# ---- design 1 ----
Fig. 1: design 1, clock distribution
The bar under the picture is 10 um long.
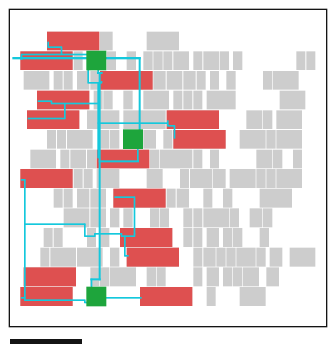

### src/rtl/clock_module_gate_multi.sv
// Shared clock-gate slice: aggregates child requests, sequences parent and gate handshakes.
// Optional ack watchdog enabled by defining CLOCK_MODULE_GATE_ACK_TIMEOUT_EN.
module clock_module_gate_multi #(
    parameter int unsigned CHILD_COUNT = 4,
    parameter int unsigned STOP_DELAY  = 16,
    parameter int unsigned ACK_TIMEOUT = 255
) (
    input  logic                   clock,
    input  logic                   sync_reset,
    output logic                   parent_request,
    input  logic                   parent_ready,
    input  logic                   parent_silent,
    input  logic                   parent_starting,
    input  logic                   parent_stopping,
    input  logic [CHILD_COUNT-1:0] child_request,
    output logic [CHILD_COUNT-1:0] child_ready,
    output logic                   child_silent,
    output logic                   child_starting,
    output logic                   child_stopping,
    output logic                   async_enable,
    input  logic                   async_enable_ack,
    output logic                   ack_timeout_error
);

    localparam int unsigned IdleW = (STOP_DELAY > 0) ? $clog2(STOP_DELAY + 1) : 1;
    localparam logic [IdleW-1:0] IdleMax = IdleW'(STOP_DELAY);

    typedef enum logic [2:0] {
        StOff,
        StParentWait,
        StEnabling,
        StOn,
        StHold,
        StDisabling,
        StRelease
    } state_e;

    state_e           state_q, state_d;
    logic             ack_meta_q, ack_s_q;
    logic [IdleW-1:0] idle_q, idle_d, idle_inc;
    logic             any_req;
    logic             to_expired;

    // Parent status inputs are informational only.
    logic unused_inputs;
    assign unused_inputs = ^{parent_starting, parent_stopping, (ACK_TIMEOUT == 0)};

    assign any_req  = |child_request;
    assign idle_inc = (idle_q == IdleMax) ? idle_q : idle_q + IdleW'(1);

    always_comb begin
        state_d = state_q;
        idle_d  = '0;
        unique case (state_q)
            StOff: begin
                if (any_req) state_d = StParentWait;
            end
            StParentWait: begin
                if (parent_ready) state_d = StEnabling;
            end
            StEnabling: begin
                if (ack_s_q || to_expired) state_d = StOn;
            end
            StOn: begin
                if (!parent_ready) begin
                    state_d = StDisabling;
                end else if (!any_req) begin
                    state_d = (STOP_DELAY == 0) ? StDisabling : StHold;
                end
            end
            StHold: begin
                // A returning request keeps the gate open and restarts the idle count.
                if (!parent_ready) begin
                    state_d = StDisabling;
                end else if (any_req) begin
                    state_d = StOn;
                end else if (idle_inc == IdleMax) begin
                    state_d = StDisabling;
                end else begin
                    idle_d = idle_inc;
                end
            end
            StDisabling: begin
                if (!ack_s_q || to_expired) state_d = StRelease;
            end
            StRelease: begin
                if (parent_silent) state_d = StOff;
            end
            default: state_d = StOff;
        endcase
    end

`ifdef CLOCK_MODULE_GATE_ACK_TIMEOUT_EN
    localparam int unsigned ToW = $clog2(ACK_TIMEOUT + 2);
    localparam logic [ToW-1:0] ToLimit = ToW'(ACK_TIMEOUT);

    logic [ToW-1:0] to_q, to_d;
    logic           err_q;

    assign to_expired = (state_q == StEnabling || state_q == StDisabling) && (to_q >= ToLimit);

    always_comb begin
        to_d = '0;
        if ((state_q == StEnabling || state_q == StDisabling) && state_d == state_q) begin
            to_d = (to_q > ToLimit) ? to_q : to_q + ToW'(1);
        end
    end

    always_ff @(posedge clock) begin
        if (sync_reset) begin
            to_q  <= '0;
            err_q <= 1'b0;
        end else begin
            to_q <= to_d;
            if (to_expired) err_q <= 1'b1;
        end
    end

    assign ack_timeout_error = err_q;
`else
    assign to_expired        = 1'b0;
    assign ack_timeout_error = 1'b0;
`endif

    always_ff @(posedge clock) begin
        if (sync_reset) begin
            state_q        <= StOff;
            ack_meta_q     <= 1'b0;
            ack_s_q        <= 1'b0;
            idle_q         <= '0;
            parent_request <= 1'b0;
            async_enable   <= 1'b0;
            child_silent   <= 1'b1;
            child_starting <= 1'b0;
            child_stopping <= 1'b0;
        end else begin
            state_q        <= state_d;
            ack_meta_q     <= async_enable_ack;
            ack_s_q        <= ack_meta_q;
            idle_q         <= idle_d;
            // Outputs are registered from next state so they line up with state_q.
            parent_request <= (state_d == StParentWait) || (state_d == StEnabling) ||
                              (state_d == StOn) || (state_d == StHold) ||
                              (state_d == StDisabling);
            async_enable   <= (state_d == StEnabling) || (state_d == StOn) ||
                              (state_d == StHold);
            child_silent   <= (state_d == StOff);
            child_starting <= (state_d == StParentWait) || (state_d == StEnabling);
            child_stopping <= (state_d == StDisabling) || (state_d == StRelease);
        end
    end

    assign child_ready = {CHILD_COUNT{(state_q == StOn) || (state_q == StHold)}} & child_request;

endmodule

### config.mk
export PLATFORM = sky130hd
export DESIGN_NAME = clock_module_gate_multi
export DESIGN_NICKNAME = d
export VERILOG_FILES = /design/src/rtl/clock_module_gate_multi.sv
export SDC_FILE = /design/constraint.sdc
export NUM_CORES = 1
export LEC_CHECK = 0
export ABC_AREA = 1
export CORE_UTILIZATION = 48
export CTS_CLUSTER_DIAMETER = 100
export CTS_CLUSTER_SIZE = 20
export DETAILED_ROUTE_END_ITERATION = 10
export GPL_TIMING_DRIVEN = 1
export PLACE_DENSITY_LB_ADDON = 0.1
export SETUP_SLACK_MARGIN = 0.02
export SYNTH_ARGS = -nofsm -noshare
export SYNTH_HDL_FRONTEND = slang
export SYNTH_SLANG_ARGS = --single-unit
export TNS_END_PERCENT = 5
### constraint.sdc
create_clock -name clock -period 3 [get_ports clock]
set_input_delay 0.9 -clock clock [delete_from_list [all_inputs] [get_ports clock]]
set_output_delay 0.9 -clock clock [all_outputs]
set_load 0.005 [all_outputs]
# ---- design 2 ----
## src/rtl/seven_segment_decoder.sv

```systemverilog
// Recovers a byte from two 7-segment digit patterns using a stability filter and a valid/ready holding register.
// Define SEG_ACTIVE_LOW_EN to invert both segment buses before sampling (common-anode wiring).
module seven_segment_decoder #(
    parameter int unsigned STABLE_CYCLES = 4
) (
    input  logic       clk,
    input  logic       reset,
    input  logic [6:0] input_segment1,
    input  logic [6:0] input_segment2,
    output logic [7:0] out_data,
    output logic       out_valid,
    input  logic       out_ready,
    output logic       err_pulse,
    output logic [1:0] err_mask,
    output logic       overrun
);

    localparam int unsigned CNT_W = $clog2(STABLE_CYCLES + 1);
    localparam logic [CNT_W-1:0] CNT_MAX  = CNT_W'(STABLE_CYCLES);
    localparam logic [CNT_W-1:0] CNT_LAST = CNT_W'(STABLE_CYCLES - 1);
    localparam logic [CNT_W-1:0] CNT_ONE  = CNT_W'(1);

    localparam logic [0:0] ST_TRACK = 1'b0;
    localparam logic [0:0] ST_HOLD  = 1'b1;

    logic [13:0]      pair_in;
    logic [13:0]      sample_q, sample_d;
    logic [CNT_W-1:0] count_q, count_d;
    logic [0:0]       state_q, state_d;
    logic [7:0]       out_data_q, out_data_d;
    logic             out_valid_q, out_valid_d;
    logic             err_pulse_q, err_pulse_d;
    logic [1:0]       err_mask_q, err_mask_d;
    logic             overrun_q, overrun_d;
    logic             fire;
    logic [4:0]       dig1, dig2;

`ifdef SEG_ACTIVE_LOW_EN
    assign pair_in = ~{input_segment2, input_segment1};
`else
    assign pair_in = {input_segment2, input_segment1};
`endif

    // Returns {legal, nibble}; anything outside the table (including blank) is illegal.
    function automatic logic [4:0] seg_decode(input logic [6:0] seg);
        logic [4:0] r;
        case (seg)
            7'h7E: r = 5'h10;
            7'h30: r = 5'h11;
            7'h6D: r = 5'h12;
            7'h79: r = 5'h13;
            7'h33: r = 5'h14;
            7'h5B: r = 5'h15;
            7'h5F: r = 5'h16;
            7'h70: r = 5'h17;
            7'h7F: r = 5'h18;
            7'h7B: r = 5'h19;
            7'h77: r = 5'h1A;
            7'h1F: r = 5'h1B;
            7'h4E: r = 5'h1C;
            7'h3D: r = 5'h1D;
            7'h4F: r = 5'h1E;
            7'h47: r = 5'h1F;
            default: r = 5'h00;
        endcase
        return r;
    endfunction

    assign dig1 = seg_decode(sample_q[6:0]);
    assign dig2 = seg_decode(sample_q[13:7]);

    always_comb begin
        sample_d = pair_in;
        count_d  = count_q;
        state_d  = state_q;
        fire     = 1'b0;
        if (pair_in != sample_q) begin
            count_d = '0;
            state_d = ST_TRACK;
        end else if (state_q == ST_TRACK) begin
            if (count_q != CNT_MAX) count_d = count_q + CNT_ONE;
            // sample_q already matched at the previous edge, so this edge completes the run
            if (count_q >= CNT_LAST) begin
                fire    = 1'b1;
                state_d = ST_HOLD;
            end
        end
    end

    always_comb begin
        out_data_d  = out_data_q;
        out_valid_d = out_valid_q & ~out_ready;
        err_pulse_d = 1'b0;
        err_mask_d  = '0;
        overrun_d   = overrun_q;
        if (fire && (sample_q != '0)) begin
            if (!dig1[4] || !dig2[4]) begin
                err_pulse_d = 1'b1;
                err_mask_d  = {~dig2[4], ~dig1[4]};
            end else if (!out_valid_q || out_ready) begin
                out_data_d  = {dig2[3:0], dig1[3:0]};
                out_valid_d = 1'b1;
            end else begin
                overrun_d = 1'b1;
            end
        end
    end

    always_ff @(posedge clk) begin
        if (reset) begin
            sample_q    <= '0;
            count_q     <= '0;
            state_q     <= ST_TRACK;
            out_data_q  <= '0;
            out_valid_q <= 1'b0;
            err_pulse_q <= 1'b0;
            err_mask_q  <= '0;
            overrun_q   <= 1'b0;
        end else begin
            sample_q    <= sample_d;
            count_q     <= count_d;
            state_q     <= state_d;
            out_data_q  <= out_data_d;
            out_valid_q <= out_valid_d;
            err_pulse_q <= err_pulse_d;
            err_mask_q  <= err_mask_d;
            overrun_q   <= overrun_d;
        end
    end

    assign out_data  = out_data_q;
    assign out_valid = out_valid_q;
    assign err_pulse = err_pulse_q;
    assign err_mask  = err_mask_q;
    assign overrun   = overrun_q;

endmodule

```

## config.mk

```make
export PLATFORM = sky130hd
export DESIGN_NAME = seven_segment_decoder
export DESIGN_NICKNAME = d
export VERILOG_FILES = /design/src/rtl/seven_segment_decoder.sv
export SDC_FILE = /design/constraint.sdc
export NUM_CORES = 1
export LEC_CHECK = 0
export CAP_MARGIN = 20
export CORE_ASPECT_RATIO = 0.6
export CORE_MARGIN = 1
export CORE_UTILIZATION = 56
export DETAILED_ROUTE_END_ITERATION = 6
export PLACE_DENSITY = 0.82
export SYNTH_ARGS = -nofsm -noshare
export SYNTH_HDL_FRONTEND = slang
export SYNTH_SLANG_ARGS = --single-unit
```

## constraint.sdc

```tcl
create_clock -name clk -period 6.79 [get_ports clk]
set_input_delay 1.358 -clock clk [delete_from_list [all_inputs] [get_ports clk]]
set_output_delay 1.358 -clock clk [all_outputs]
set_load 0.05 [all_outputs]
```

# ---- design 3 ----
$ cat config.mk
export PLATFORM = sky130hd
export DESIGN_NAME = game_event_timer
export DESIGN_NICKNAME = d
export VERILOG_FILES = /design/src/rtl/game_event_timer.sv
export SDC_FILE = /design/constraint.sdc
export NUM_CORES = 1
export LEC_CHECK = 0
export CORE_ASPECT_RATIO = 1.5
export CORE_MARGIN = 2
export CORE_UTILIZATION = 55
export CTS_BUF_LIST = sky130_fd_sc_hd__clkbuf_4
export DETAILED_ROUTE_END_ITERATION = 10
export HOLD_SLACK_MARGIN = 0.12
export PLACE_DENSITY = 0.73
export SLEW_MARGIN = 20
export SYNTH_ARGS = -nofsm -noshare
export SYNTH_HDL_FRONTEND = slang
export SYNTH_SLANG_ARGS = --single-unit
$ cat constraint.sdc
create_clock -name clk -period 2.78 [get_ports clk]
set_clock_uncertainty 0.1 [all_clocks]
set_input_delay 0.556 -clock clk [delete_from_list [all_inputs] [get_ports clk]]
set_output_delay 0.556 -clock clk [all_outputs]
set_load 0.02 [all_outputs]
$ cat src/rtl/game_event_timer.sv
`default_nettype none
// ============================================================================
//  Module      : game_event_timer
//  Description : Frame-based delay timer for game_control. Paces the post-hit
//                freeze, the respawn pause and the extra-life pause, emitting a
//                single-cycle `counter` pulse when each phase expires, and
//                blinks the character while it respawns.
//  Revision    : 1.0 - initial release
// ============================================================================
module game_event_timer #(
  parameter int HIT_FRAMES     = 60,
  parameter int RESPAWN_FRAMES = 90,
  parameter int LIFE_FRAMES    = 30,
  parameter int BLINK_FRAMES   = 6
) (
  input  logic       clk,
  input  logic       reset,
  input  logic       startOfFrame,
  input  logic       charHit,
  input  logic       gotLife,
  input  logic       gameover,
  output logic       counter,
  output logic       busy,
  output logic [1:0] phase,
  output logic       blink
);

  // Phase encoding doubles as the externally visible `phase` value.
  localparam logic [1:0] ST_IDLE    = 2'b00;
  localparam logic [1:0] ST_FREEZE  = 2'b01;
  localparam logic [1:0] ST_RESPAWN = 2'b10;
  localparam logic [1:0] ST_LIFE    = 2'b11;

  localparam logic [7:0] C_HIT     = 8'(HIT_FRAMES);
  localparam logic [7:0] C_RESPAWN = 8'(RESPAWN_FRAMES);
  localparam logic [7:0] C_LIFE    = 8'(LIFE_FRAMES);
  localparam logic [7:0] C_BLINK   = 8'(BLINK_FRAMES);

  logic [1:0] state_q,   state_d;
  logic [7:0] cnt_q,     cnt_d;
  logic [7:0] bcnt_q,    bcnt_d;
  logic       counter_q, counter_d;
  logic       busy_q,    busy_d;
  logic       blink_q,   blink_d;

  // State and registered-output flops; reset dominates every input.
  always_ff @(posedge clk) begin
    if (reset) begin
      state_q   <= ST_IDLE;
      cnt_q     <= 8'd0;
      bcnt_q    <= 8'd0;
      counter_q <= 1'b0;
      busy_q    <= 1'b0;
      blink_q   <= 1'b1;
    end else begin
      state_q   <= state_d;
      cnt_q     <= cnt_d;
      bcnt_q    <= bcnt_d;
      counter_q <= counter_d;
      busy_q    <= busy_d;
      blink_q   <= blink_d;
    end
  end

  // Next-state logic: triggers, frame countdown, expiry and abort handling.
  always_comb begin
    state_d   = state_q;
    cnt_d     = cnt_q;
    bcnt_d    = bcnt_q;
    counter_d = 1'b0;
    blink_d   = blink_q;

    if (gameover) begin
      // Abort: no pulse, counters cleared, triggers ignored while held.
      state_d = ST_IDLE;
      cnt_d   = 8'd0;
      bcnt_d  = 8'd0;
      blink_d = 1'b1;
    end else begin
      case (state_q)
        ST_IDLE: begin
          blink_d = 1'b1;
          // A frame tick arriving with the trigger is deliberately not counted.
          if (charHit) begin
            state_d = ST_FREEZE;
            cnt_d   = C_HIT;
          end else if (gotLife) begin
            state_d = ST_LIFE;
            cnt_d   = C_LIFE;
          end
        end

        ST_FREEZE: begin
          // Hits and extra lives are ignored here: the character is invulnerable.
          blink_d = 1'b1;
          if (startOfFrame) begin
            if (cnt_q == 8'd1) begin
              counter_d = 1'b1;
              state_d   = ST_RESPAWN;
              cnt_d     = C_RESPAWN;
              bcnt_d    = C_BLINK;
              blink_d   = 1'b0;
            end else if (cnt_q != 8'd0) begin
              cnt_d = cnt_q - 8'd1;
            end
          end
        end

        ST_RESPAWN: begin
          if (startOfFrame) begin
            if (cnt_q == 8'd1) begin
              counter_d = 1'b1;
              state_d   = ST_IDLE;
              cnt_d     = 8'd0;
              bcnt_d    = 8'd0;
              blink_d   = 1'b1;
            end else begin
              if (cnt_q != 8'd0) begin
                cnt_d = cnt_q - 8'd1;
              end
              // Blink half-period runs off the same frame ticks.
              if (bcnt_q == 8'd1) begin
                blink_d = ~blink_q;
                bcnt_d  = C_BLINK;
              end else if (bcnt_q != 8'd0) begin
                bcnt_d = bcnt_q - 8'd1;
              end
            end
          end
        end

        ST_LIFE: begin
          blink_d = 1'b1;
          // Expiry wins over a coincident hit: the pulse goes out, the hit drops.
          if (startOfFrame && (cnt_q == 8'd1)) begin
            counter_d = 1'b1;
            state_d   = ST_IDLE;
            cnt_d     = 8'd0;
          end else if (charHit) begin
            state_d = ST_FREEZE;
            cnt_d   = C_HIT;
          end else if (startOfFrame && (cnt_q != 8'd0)) begin
            cnt_d = cnt_q - 8'd1;
          end
        end

        default: begin
          state_d = ST_IDLE;
          cnt_d   = 8'd0;
          bcnt_d  = 8'd0;
          blink_d = 1'b1;
        end
      endcase
    end
  end

  // Output logic: busy tracks the upcoming phase so it registers alongside it.
  always_comb begin
    busy_d  = (state_d != ST_IDLE);
    counter = counter_q;
    busy    = busy_q;
    phase   = state_q;
    blink   = blink_q;
  end

endmodule
`default_nettype wire

# ---- design 4 ----
## src/rtl/bp_me_axi_pkg.sv

```systemverilog
// Shared configuration, FSM state encodings and AXI constant encodings for the
// cache-DMA to AXI4 burst bridge.
package bp_me_axi_pkg;

  localparam int daddr_width_gp    = 40;
  localparam int l2_fill_width_gp  = 64;
  localparam int l2_block_width_gp = 512;
  localparam logic [daddr_width_gp-1:0] dram_base_addr_gp = 40'h00_8000_0000;

  localparam logic [1:0] axi_burst_incr_gp    = 2'b01;
  localparam logic [2:0] axi_prot_default_gp  = 3'b011;
  localparam logic [3:0] axi_cache_default_gp = 4'b0011;

  typedef enum logic {e_rd_idle, e_rd_data} rd_state_e;
  typedef enum logic {e_wr_idle, e_wr_data} wr_state_e;

  typedef struct packed {
    logic                      write_not_read;
    logic [daddr_width_gp-1:0] addr;
  } bp_cache_dma_pkt_s;

endpackage

```

## src/rtl/bp_me_dram_hash_decode.sv

```systemverilog
// Undoes the L2 bank hash on a DRAM address. With a single slice and bank the
// hash is the identity, so the decode is a pass-through.
module bp_me_dram_hash_decode #(
  parameter int daddr_width_p = 40
) (
  input  logic [daddr_width_p-1:0] daddr_i,
  output logic [daddr_width_p-1:0] daddr_o
);

  assign daddr_o = daddr_i;

endmodule

```

## src/rtl/bsg_counter_clear_up.sv

```systemverilog
// Up counter with a clear that may coincide with an increment (clear wins,
// then the increment is applied to zero).
module bsg_counter_clear_up #(
  parameter int width_p = 3
) (
  input  logic               clk_i,
  input  logic               reset_i,
  input  logic               clear_i,
  input  logic               up_i,
  output logic [width_p-1:0] count_o
);

  always_ff @(posedge clk_i or posedge reset_i) begin
    if (reset_i)      count_o <= '0;
    else if (clear_i) count_o <= width_p'(up_i);
    else if (up_i)    count_o <= count_o + width_p'(1);
  end

endmodule

```

## src/rtl/bsg_counter_up_down.sv

```systemverilog
// Up/down counter; simultaneous up and down leave the count unchanged.
module bsg_counter_up_down #(
  parameter int width_p = 3
) (
  input  logic               clk_i,
  input  logic               reset_i,
  input  logic               up_i,
  input  logic               down_i,
  output logic [width_p-1:0] count_o
);

  always_ff @(posedge clk_i or posedge reset_i) begin
    if (reset_i) count_o <= '0;
    else         count_o <= count_o + width_p'(up_i) - width_p'(down_i);
  end

endmodule

```

## src/rtl/bp_cache_dma_to_axi4_burst.sv

```systemverilog
// bsg_cache DMA (packet / fill / evict) to AXI4 manager, one INCR burst per
// cache block, with sticky read/write error flags.
//
//   state     | meaning
//   e_rd_idle | waiting for a read packet; AR offered with the packet
//   e_rd_data | forwarding R beats to the fill channel until the last beat
//   e_wr_idle | waiting for a write packet and a free outstanding slot
//   e_wr_data | forwarding evict data as W beats until wlast
module bp_cache_dma_to_axi4_burst
  import bp_me_axi_pkg::*;
#(
  parameter int axi_addr_width_p     = 28,
  parameter int axi_data_width_p     = 64,
  parameter int axi_id_width_p       = 1,
  parameter int max_wr_outstanding_p = 4
) (
  input  logic                          clk_i,
  input  logic                          reset_i,

  output logic [axi_addr_width_p-1:0]   araddr_o,
  output logic [7:0]                    arlen_o,
  output logic [2:0]                    arsize_o,
  output logic [1:0]                    arburst_o,
  output logic [axi_id_width_p-1:0]     arid_o,
  output logic [2:0]                    arprot_o,
  output logic [3:0]                    arcache_o,
  output logic                          arvalid_o,
  input  logic                          arready_i,

  input  logic [axi_data_width_p-1:0]   rdata_i,
  input  logic [1:0]                    rresp_i,
  input  logic                          rlast_i,
  input  logic [axi_id_width_p-1:0]     rid_i,
  input  logic                          rvalid_i,
  output logic                          rready_o,

  output logic [axi_addr_width_p-1:0]   awaddr_o,
  output logic [7:0]                    awlen_o,
  output logic [2:0]                    awsize_o,
  output logic [1:0]                    awburst_o,
  output logic [axi_id_width_p-1:0]     awid_o,
  output logic [2:0]                    awprot_o,
  output logic [3:0]                    awcache_o,
  output logic                          awvalid_o,
  input  logic                          awready_i,

  output logic [axi_data_width_p-1:0]   wdata_o,
  output logic [axi_data_width_p/8-1:0] wstrb_o,
  output logic                          wlast_o,
  output logic                          wvalid_o,
  input  logic                          wready_i,

  input  logic [1:0]                    bresp_i,
  input  logic [axi_id_width_p-1:0]     bid_i,
  input  logic                          bvalid_i,
  output logic                          bready_o,

  input  logic [$bits(bp_cache_dma_pkt_s)-1:0] dma_pkt_i,
  input  logic                          dma_pkt_v_i,
  output logic                          dma_pkt_yumi_o,

  output logic [l2_fill_width_gp-1:0]   dma_data_o,
  output logic                          dma_data_v_o,
  input  logic                          dma_data_ready_and_i,

  input  logic [l2_fill_width_gp-1:0]   dma_data_i,
  input  logic                          dma_data_v_i,
  output logic                          dma_data_yumi_o,

  output logic                          rd_error_o,
  output logic                          wr_error_o
);

  localparam int beats_lp          = l2_block_width_gp / axi_data_width_p;
  localparam int lg_beats_lp       = $clog2(beats_lp);
  localparam int axi_strb_width_lp = axi_data_width_p / 8;
  localparam int block_offset_lp   = $clog2(l2_block_width_gp / 8);
  localparam int lg_wr_out_lp      = $clog2(max_wr_outstanding_p + 1);

  bp_cache_dma_pkt_s dma_pkt;
  assign dma_pkt = dma_pkt_i;

  logic [daddr_width_gp-1:0]   hashed_addr, dram_addr;
  logic [axi_addr_width_p-1:0] axi_addr;

  bp_me_dram_hash_decode #(.daddr_width_p(daddr_width_gp)) hash_decode (
    .daddr_i (dma_pkt.addr),
    .daddr_o (hashed_addr)
  );

  assign dram_addr = hashed_addr ^ dram_base_addr_gp;
  assign axi_addr  = {dram_addr[axi_addr_width_p-1:block_offset_lp], block_offset_lp'(0)};

  assign araddr_o  = axi_addr;
  assign arlen_o   = 8'(beats_lp - 1);
  assign arsize_o  = 3'($clog2(axi_strb_width_lp));
  assign arburst_o = axi_burst_incr_gp;
  assign arid_o    = '0;
  assign arprot_o  = axi_prot_default_gp;
  assign arcache_o = axi_cache_default_gp;

  assign awaddr_o  = axi_addr;
  assign awlen_o   = 8'(beats_lp - 1);
  assign awsize_o  = 3'($clog2(axi_strb_width_lp));
  assign awburst_o = axi_burst_incr_gp;
  assign awid_o    = '0;
  assign awprot_o  = axi_prot_default_gp;
  assign awcache_o = axi_cache_default_gp;

  assign wstrb_o    = '1;
  assign wdata_o    = dma_data_i;
  assign dma_data_o = rdata_i;
  assign bready_o   = 1'b1;

  // ---------------- read channel ----------------
  rd_state_e              rd_state_r, rd_state_n;
  logic [lg_beats_lp-1:0] rd_count;
  logic                   rd_clear, rd_pkt_yumi, rd_last, r_hs;

  assign rd_last = (rd_count == lg_beats_lp'(beats_lp - 1));
  assign r_hs    = (rd_state_r == e_rd_data) & rvalid_i & dma_data_ready_and_i;

  always_ff @(posedge clk_i or posedge reset_i) begin
    if (reset_i) rd_state_r <= e_rd_idle;
    else         rd_state_r <= rd_state_n;
  end

  // arvalid is gated by reset so a packet held during reset is never offered
  always_comb begin
    rd_state_n   = rd_state_r;
    arvalid_o    = 1'b0;
    rd_pkt_yumi  = 1'b0;
    rd_clear     = 1'b0;
    rready_o     = 1'b0;
    dma_data_v_o = 1'b0;
    case (rd_state_r)
      e_rd_idle: begin
        arvalid_o = ~reset_i & dma_pkt_v_i & ~dma_pkt.write_not_read;
        if (arvalid_o & arready_i) begin
          rd_pkt_yumi = 1'b1;
          rd_clear    = 1'b1;
          rd_state_n  = e_rd_data;
        end
      end
      e_rd_data: begin
        dma_data_v_o = rvalid_i;
        rready_o     = dma_data_ready_and_i;
        if (r_hs & rd_last) rd_state_n = e_rd_idle;
      end
      default: rd_state_n = e_rd_idle;
    endcase
  end

  bsg_counter_clear_up #(.width_p(lg_beats_lp)) rd_beat_counter (
    .clk_i   (clk_i),
    .reset_i (reset_i),
    .clear_i (rd_clear),
    .up_i    (r_hs),
    .count_o (rd_count)
  );

  // ---------------- write channel ----------------
  wr_state_e              wr_state_r, wr_state_n;
  logic [lg_beats_lp-1:0] wr_count;
  logic [lg_wr_out_lp-1:0] wr_outstanding;
  logic                   wr_clear, wr_pkt_yumi, wr_last, wr_slot_free, aw_hs, b_hs;

  assign wr_last      = (wr_count == lg_beats_lp'(beats_lp - 1));
  assign wr_slot_free = (wr_outstanding < lg_wr_out_lp'(max_wr_outstanding_p));

  always_ff @(posedge clk_i or posedge reset_i) begin
    if (reset_i) wr_state_r <= e_wr_idle;
    else         wr_state_r <= wr_state_n;
  end

  always_comb begin
    wr_state_n      = wr_state_r;
    awvalid_o       = 1'b0;
    wr_pkt_yumi     = 1'b0;
    wr_clear        = 1'b0;
    wvalid_o        = 1'b0;
    wlast_o         = 1'b0;
    dma_data_yumi_o = 1'b0;
    case (wr_state_r)
      e_wr_idle: begin
        awvalid_o = ~reset_i & dma_pkt_v_i & dma_pkt.write_not_read & wr_slot_free;
        if (awvalid_o & awready_i) begin
          wr_pkt_yumi = 1'b1;
          wr_clear    = 1'b1;
          wr_state_n  = e_wr_data;
        end
      end
      e_wr_data: begin
        wvalid_o        = dma_data_v_i;
        wlast_o         = wr_last;
        dma_data_yumi_o = wvalid_o & wready_i;
        if (dma_data_yumi_o & wr_last) wr_state_n = e_wr_idle;
      end
      default: wr_state_n = e_wr_idle;
    endcase
  end

  assign aw_hs = awvalid_o & awready_i;
  assign b_hs  = bvalid_i & bready_o;

  bsg_counter_clear_up #(.width_p(lg_beats_lp)) wr_beat_counter (
    .clk_i   (clk_i),
    .reset_i (reset_i),
    .clear_i (wr_clear),
    .up_i    (dma_data_yumi_o),
    .count_o (wr_count)
  );

  // an unsolicited B must not wrap the count below zero
  bsg_counter_up_down #(.width_p(lg_wr_out_lp)) wr_outstanding_counter (
    .clk_i   (clk_i),
    .reset_i (reset_i),
    .up_i    (aw_hs),
    .down_i  (b_hs & (wr_outstanding != '0)),
    .count_o (wr_outstanding)
  );

  assign dma_pkt_yumi_o = dma_pkt.write_not_read ? wr_pkt_yumi : rd_pkt_yumi;

  // ---------------- sticky error flags ----------------
  logic rd_error_r, wr_error_r;

  always_ff @(posedge clk_i or posedge reset_i) begin
    if (reset_i) begin
      rd_error_r <= 1'b0;
      wr_error_r <= 1'b0;
    end else begin
      if (r_hs & (rresp_i[1] | (rlast_i != rd_last)))
        rd_error_r <= 1'b1;
      if (b_hs & (bresp_i[1] | (wr_outstanding == '0)))
        wr_error_r <= 1'b1;
    end
  end

  assign rd_error_o = rd_error_r;
  assign wr_error_o = wr_error_r;

  // IDs are always 0 and only the error bit of each response matters
  logic unused_bits;
  assign unused_bits = ^{dram_addr[daddr_width_gp-1:axi_addr_width_p],
                         dram_addr[block_offset_lp-1:0],
                         rid_i, bid_i, rresp_i[0], bresp_i[0]};

endmodule

```

## config.mk

```make
export PLATFORM = sky130hd
export DESIGN_NAME = bp_cache_dma_to_axi4_burst
export DESIGN_NICKNAME = d
export VERILOG_FILES = /design/src/rtl/bp_me_axi_pkg.sv /design/src/rtl/bp_me_dram_hash_decode.sv /design/src/rtl/bsg_counter_clear_up.sv /design/src/rtl/bsg_counter_up_down.sv /design/src/rtl/bp_cache_dma_to_axi4_burst.sv
export SDC_FILE = /design/constraint.sdc
export NUM_CORES = 1
export LEC_CHECK = 0
export CORE_AREA = 4 4 165 167
export DETAILED_ROUTE_END_ITERATION = 8
export DIE_AREA = 0 0 169 171
export PLACE_DENSITY = 0.48
export SETUP_SLACK_MARGIN = 0.05
export SLEW_MARGIN = 25
export SYNTH_ARGS = -nofsm -noshare
export SYNTH_HDL_FRONTEND = slang
export SYNTH_HIERARCHICAL = 1
export SYNTH_SLANG_ARGS = --single-unit
```

## constraint.sdc

```tcl
create_clock -name clk_i -period 5.6 [get_ports clk_i]
set_input_delay 1.12 -clock clk_i [delete_from_list [all_inputs] [get_ports clk_i]]
set_output_delay 1.12 -clock clk_i [all_outputs]
set_load 0.02 [all_outputs]
```

Fig. 2: design 3, M3 wires
The bar under the picture is 10 um long.
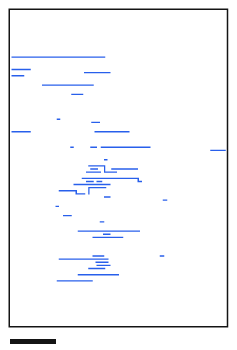
wire length on this layer: 190 um
longest straight run: 20.2 um
share of all routed wire: 4.7%
met3 GRT Util: 0.03141
vias post-DR: 1570
drt total wl: 4036 um

==> summary.txt, design 3 <==
impl run done, here's what came out: status=finished clean, Finished Layout Cells=242, number of cells on the critical path=7, Comb/total area=0.6113, Clock power frac=0.241, first drt pass iteration count=8, vias per inst=6.488, largest net degree at the start of global routing=15, CTS max path bufs=2, Post-Synth Adder-Cell Area=0.07241, growth of design area from synthesis to finish=11.34%, syn_area_per_cell=8.017 sq um, Synth flops=21, yosys simple share=0.3025, crit share post-route=0.9097, tap cells=37, post-CTS resize count=0, PortBufs=10, Top Layout Cells=21 x dfxtp_1, 18 x nor2_1, 13 x o21ai_0, first-pass GRT wire length=6568 um, Buf/Inv on CP=1, met1 GRT Util=0.3031, floorplan utilization=0.5811, Slew HR=0.5929, Top cell excl fill/tap=dfxtp_1, Worst Setup End Kind=register, reg2reg end=bcnt_q[1]$_SDFFE_PP0P_, highest routed layer=met4
-- design 3: worst min-delay path, stage by stage, from the launching register on --
cell,delay (ns)
dfxtp_1,0.37
a21oi_1,0.07
o21ai_0,0.06
-- design 3: cell usage after synthesis, drive strengths merged (2+ instances only) --
cell type	instances
and3	3
o211ai	5
xor2	5
a211oi	2
or4b	3
a32o	2
a32oi	2
o32ai	2
buf	4
clkbuf	4
xnor2	2
o22ai	3
nand2b	6
o21ai	14
nor3	9
dfxtp	21
nand3	6
nor4b	2
a31oi	2
ha	9
nor2	18
nor4	4
o31ai	5
a21oi	11
or2	4
inv	11
or3	6
nor3b	2
a21boi	2
nand2	7
nor2b	4
-- design 3: metrics by stage --
stage | utilization | power [uW] | hold WS [ns] | setup WS [ns]
after detailed placement | 0.6367 | 500.3 | 0.3931 | 0.1715
after global placement | 0.6367 | 496.7 | 0.3795 | 0.2041
after floorplan | - | 447.1 | 0.3731 | 0.5949
after CTS | 0.6470 | 658.7 | 0.4248 | 0.2698
after global routing | 0.6470 | 689.5 | 0.4462 | 0.08838
final | 0.6470 | 655.8 | 0.4192 | 0.2509
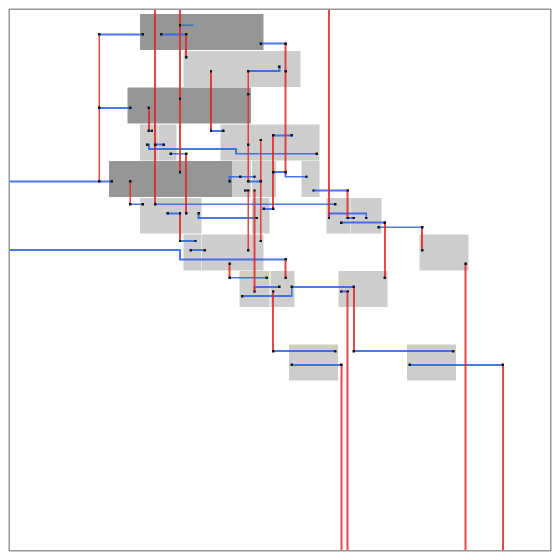
Fig. 3. Layout detail (design 4).
Region (64, 31) to (104, 71) um. Cells in grey, sequential cells in the stronger grey; small squares are vias.
legend:
  red:
    layer: met2
  blue:
    layer: met1
netlist names of flops here include: `wr_outstanding_counter/count_o` (3)
most frequent: inv_1 (6), clkdlybuf4s50_1 (4), dfrtp_1 (3)
sequential cells in the window: 3
cells with their middle in the window: 22

==> summary.txt, design 4 <==
impl run done, here's what came out: Core Util, Final=0.06692, crit share post-route=0.7414, RR Startpoint=wr_state_r$_DFF_PP0_, Crit Path Max Fanout=6, vias per inst=2.030, H-tree levels=1, Comb power frac=0.420, Hold-fix buffers, CTS=0, post-route ant nets=0, WS Path Type=input port to output pin, gr usage total=0.03770, I/O pin count=431, Worst Setup EP=dma_pkt_yumi_o, Reg power frac=0.322, WP data arrival=3.03 ns, status=finished clean, final setup fails=0
design 4: area by class of cell:
type                       instances  area, sq um
fill                            3023        24040
multi-input combinational        109        605.6
tap                              335        419.2
sequential                        13        325.3
timing repair buffer              24        237.7
clock buffer                       3        75.07
inverter                          15        56.30
clock inverter                     1        5.005
design 4: state kept, by name (all words and copies together) (netlist names):
name                            flops
wr_state_r                          1
rd_error_o                          1
wr_error_o                          1
wr_outstanding_counter/count_o      3
wr_beat_counter/count_o             3
rd_beat_counter/count_o             3
rd_state_r                          1
design 4: per-stage QoR:
stage | std cells | area, sq um
2_1_floorplan | 372 | 2751
3_3_place_gp | 496 | 1644
3_5_place_dp | 496 | 1644
4_1_cts | 500 | 1724
5_1_grt | 500 | 1724
6_report | 500 | 1724
design 4: critical path: cells and delay by family:
| family | cells | cell delay [ns] |
|---|---|---|
| buffers and inverters | 3 | 1.18 |
| AND/OR/NAND/NOR | 3 | 0.73 |
design 4: per-layer routing:
metal,share of wire,up-vias,global-route usage,wire [um]
li1,-,361,-,-
met1,0.18,388,0.02102,1107
met2,0.41,178,0.05342,2467
met3,0.27,86,0.04298,1650
met4,0.13,2,0.04795,780
met5,0.0022,-,0,13
Fig. 4: design 1, register map, names as in the netlist
Other sequential cells in the stronger grey, the rest of the logic in the fainter grey.
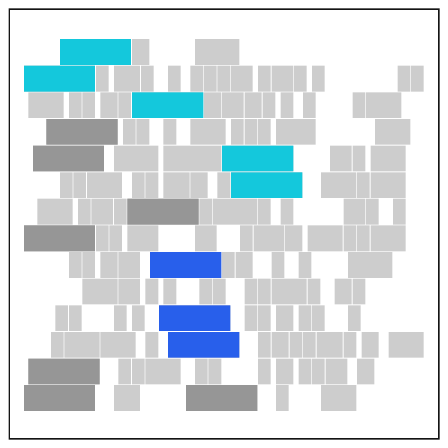
legend:
  blue:
    signal: `state_q`
    sequential_cells: 3
  cyan:
    signal: `idle_q`
    sequential_cells: 5
Core Util, Final: 0.6766
fraction of area in registers: 0.2847
FF+latch area: 300.3 sq um
sequential power: 226 uW

## Picture notes: Fig. 1
legend:
  green:
    item: cells driving clock nets
    count: 3
  red:
    item: flip-flops
    count: 15
  cyan:
    item: clock wires
    length: 194 um
routed clock nets: 4
latest clock arrival within the worst-skew pair: 0.28 ns
clk_skew: 0.001154 ns
Clk. pwr: 115 uW
Clock power frac: 0.249

==> summary.txt, design 1 <==
impl run done, here's what came out: Synth flops=15, status=finished with violations, Int Pwr=327.5 uW, # clk buffers=4, DRC viols=2, H-tree levels=1, area post-placement=0.001018 sq mm, Filler cells=138, Final Power=461.5 uW, critical path's most frequent cell=clkdlybuf4s50_1, DR WL/cell=10.41 um, # rows=14, Hold WS=0.4163 ns, post-CTS resize count=0, Buf/Inv on CP=3, failing checks=DRC, RR Startpoint=idle_q[0]$_SDFF_PP0_, number of cells on the critical path=4, Worst Setup End Kind=output pin, vias per inst=4.909, Top Consumer=sequential cells, PortBufs=17, sum of negative setup slack=0 ns, Synth Seq Share=0.3593, postcts setup bufs=0, Reg2Reg Depth=14, end of the worst hold path=ack_s_q$_SDFF_PP0_, first-pass GRT wire length=2904 um
design 1: cells by family after synthesis:
family	share of synthesized area
AND-OR/OR-AND	0.06287
XOR/XNOR	0.01947
adder cells (fa/ha/maj)	0.02994
buffers and inverters	0.1302
flip-flops	0.3593
other	0.004487
AND/OR/NAND/NOR	0.3937
design 1: cell usage in the layout (no fill, tap or decap):
cell             instances
inv_2                    1
clkbuf_1                 1
inv_1                   25
dfxtp_1                 15
nand3b_1                 1
ha_1                     2
a21oi_1                  3
nand3_1                  5
nand3_2                  1
conb_1                   1
o21ai_0                  4
nor2_1                  25
a21oi_2                  2
nand2_1                 25
dlymetal6s2s_1           1
nand2_2                  4
nor4_2                   1
or3_1                    1
clkdlybuf4s50_1         16
xor2_2                   1
clkbuf_4                 3
nor3_2                   1
clkinv_1                 1
nor3_1                   2
nor2_2                   1
and2_1                   1
nor2_4                   1
nand4_1                  3
design 1: layer usage:
metal	GRT usage	wire, um	share of wire	vias to the layer above
met5	0	0	0	-
met4	0.1313	40	0.023	0
met3	0.04583	101	0.059	5
met2	0.3493	762	0.45	24
met1	0.2494	804	0.47	353
li1	-	-	-	423
Fig. 5: design 2, register map, names as in the netlist
Other sequential cells in the stronger grey, the rest of the logic in the fainter grey.
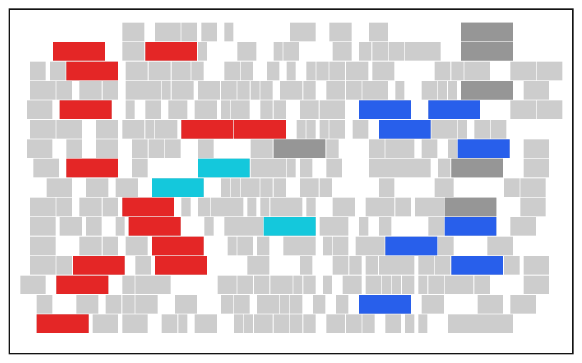
legend:
  cyan:
    signal: `count_q`
    sequential_cells: 3
  blue:
    signal: `out_data`
    sequential_cells: 8
  red:
    signal: `sample_q`
    sequential_cells: 14
not coloured: 6
FF+latch area: 620.6 sq um
sequential power: 203 uW

Fig. 6: design 2, routed metal, one colour a layer
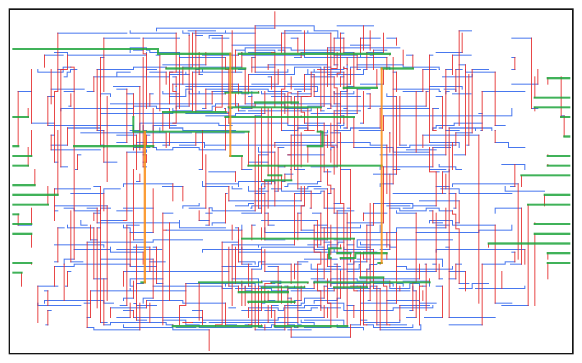
legend:
  orange:
    layer: met4
    wire_length: 62.6 um
  green:
    layer: met3
    wire_length: 384 um
  blue:
    layer: met1
    wire_length: 2140 um
  red:
    layer: met2
    wire_length: 1850 um
vias post-DR: 1809
drt total wl: 4429 um
gr usage total: 0.2543
DR WL/cell: 14.38 um

==> summary.txt, design 2 <==
impl run done, here's what came out: status=finished clean, placed cell count=299, cts bufs inserted=5, final setup fails=0, max capacitance violation total=0, H-tree levels=2, Largest delay share family, worst path=simple AND/OR/NAND/NOR gates, largest net degree at the start of global routing=36, Final Net Count=282, top cells by area=dfxtp_1 31%, xnor2_1 7.6%, nor2b_1 6.3%, Core Area=0.003303 sq mm, Fin. Hold Viols=0, highest routed layer=met4, Clock power frac=0.358, Worst Setup End Kind=register, clock slew at reported path FFs=0.06 ns, met2 Resource Use GR=0.3791, vias per inst=5.873, Most common reg cell=dfxtp_1, latest clock arrival within the worst-skew pair=0.29 ns, slowest CP cell=nor4b_4, dpl hpwl=3164 um, clk_skew=0.005472 ns, postcts setup bufs=0, met3 GRT Util=0.05905
[design 2: synthesized netlist by cell type, types with 7 or more instances]
cell / number
a21oi_1: 13
buf_2: 9
clkbuf_1: 7
dfxtp_1: 31
inv_1: 9
nand2_1: 12
nand2b_1: 15
nand3_1: 8
nor2_1: 18
nor2b_1: 20
xnor2_1: 17
[design 2: tightest hold or removal path, stage by stage (launching register included)]
cell,delay (ns)
dfxtp_1,0.31
nand2b_1,0.07
mux2i_1,0.06
[design 2: final cells by class]
type                            count  share of cell area
Inverter                            9             0.01441
Timing Repair Buffer               30              0.1345
Tap cell                           45             0.02401
Clock inverter                      1            0.002134
Sequential cell                    31              0.2647
Multi-Input combinational cell    185              0.5277
Clock buffer                        7             0.03255
[design 2: path summary, 6_finish.rpt]
kind                            start                  endpoint  slack [ns]  depth (start not counted)
max                 input_segment2[2]  out_data[7]$_SDFFE_PP0P_        3.09                          7
min          out_data[0]$_SDFFE_PP0P_  out_data[0]$_SDFFE_PP0P_        0.48                          2
min reg2reg  out_data[0]$_SDFFE_PP0P_  out_data[0]$_SDFFE_PP0P_        0.48                          2
max reg2reg    sample_q[9]$_SDFF_PP0_  out_data[7]$_SDFFE_PP0P_        3.85                          6


==> screenshots <==
Clock distribution.
picture 1
The bar under the picture is 50 um long.
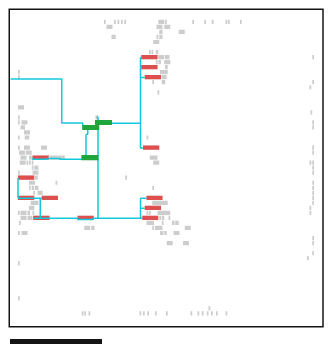
picture 2
The bar under the picture is 10 um long.
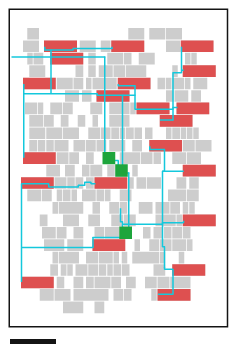
picture 3
The bar under the picture is 20 um long.
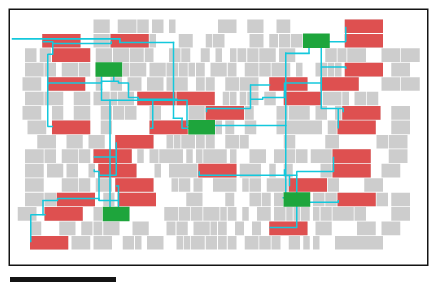
design 4 -> picture 1
design 3 -> picture 2
design 2 -> picture 3


## Gallery

Placed standard cells.
(a)
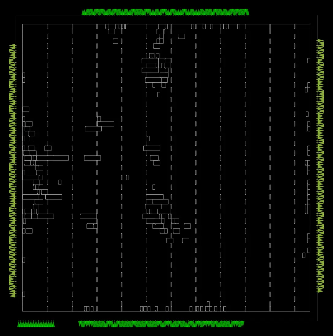
(b)
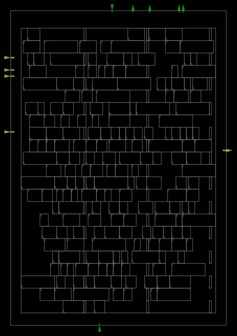
(c)
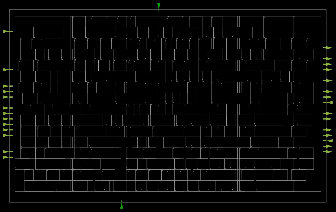
(b) -> design 3
(a) -> design 4
(c) -> design 2

Power figures rest on the tool's default switching activity, not on a simulated workload.
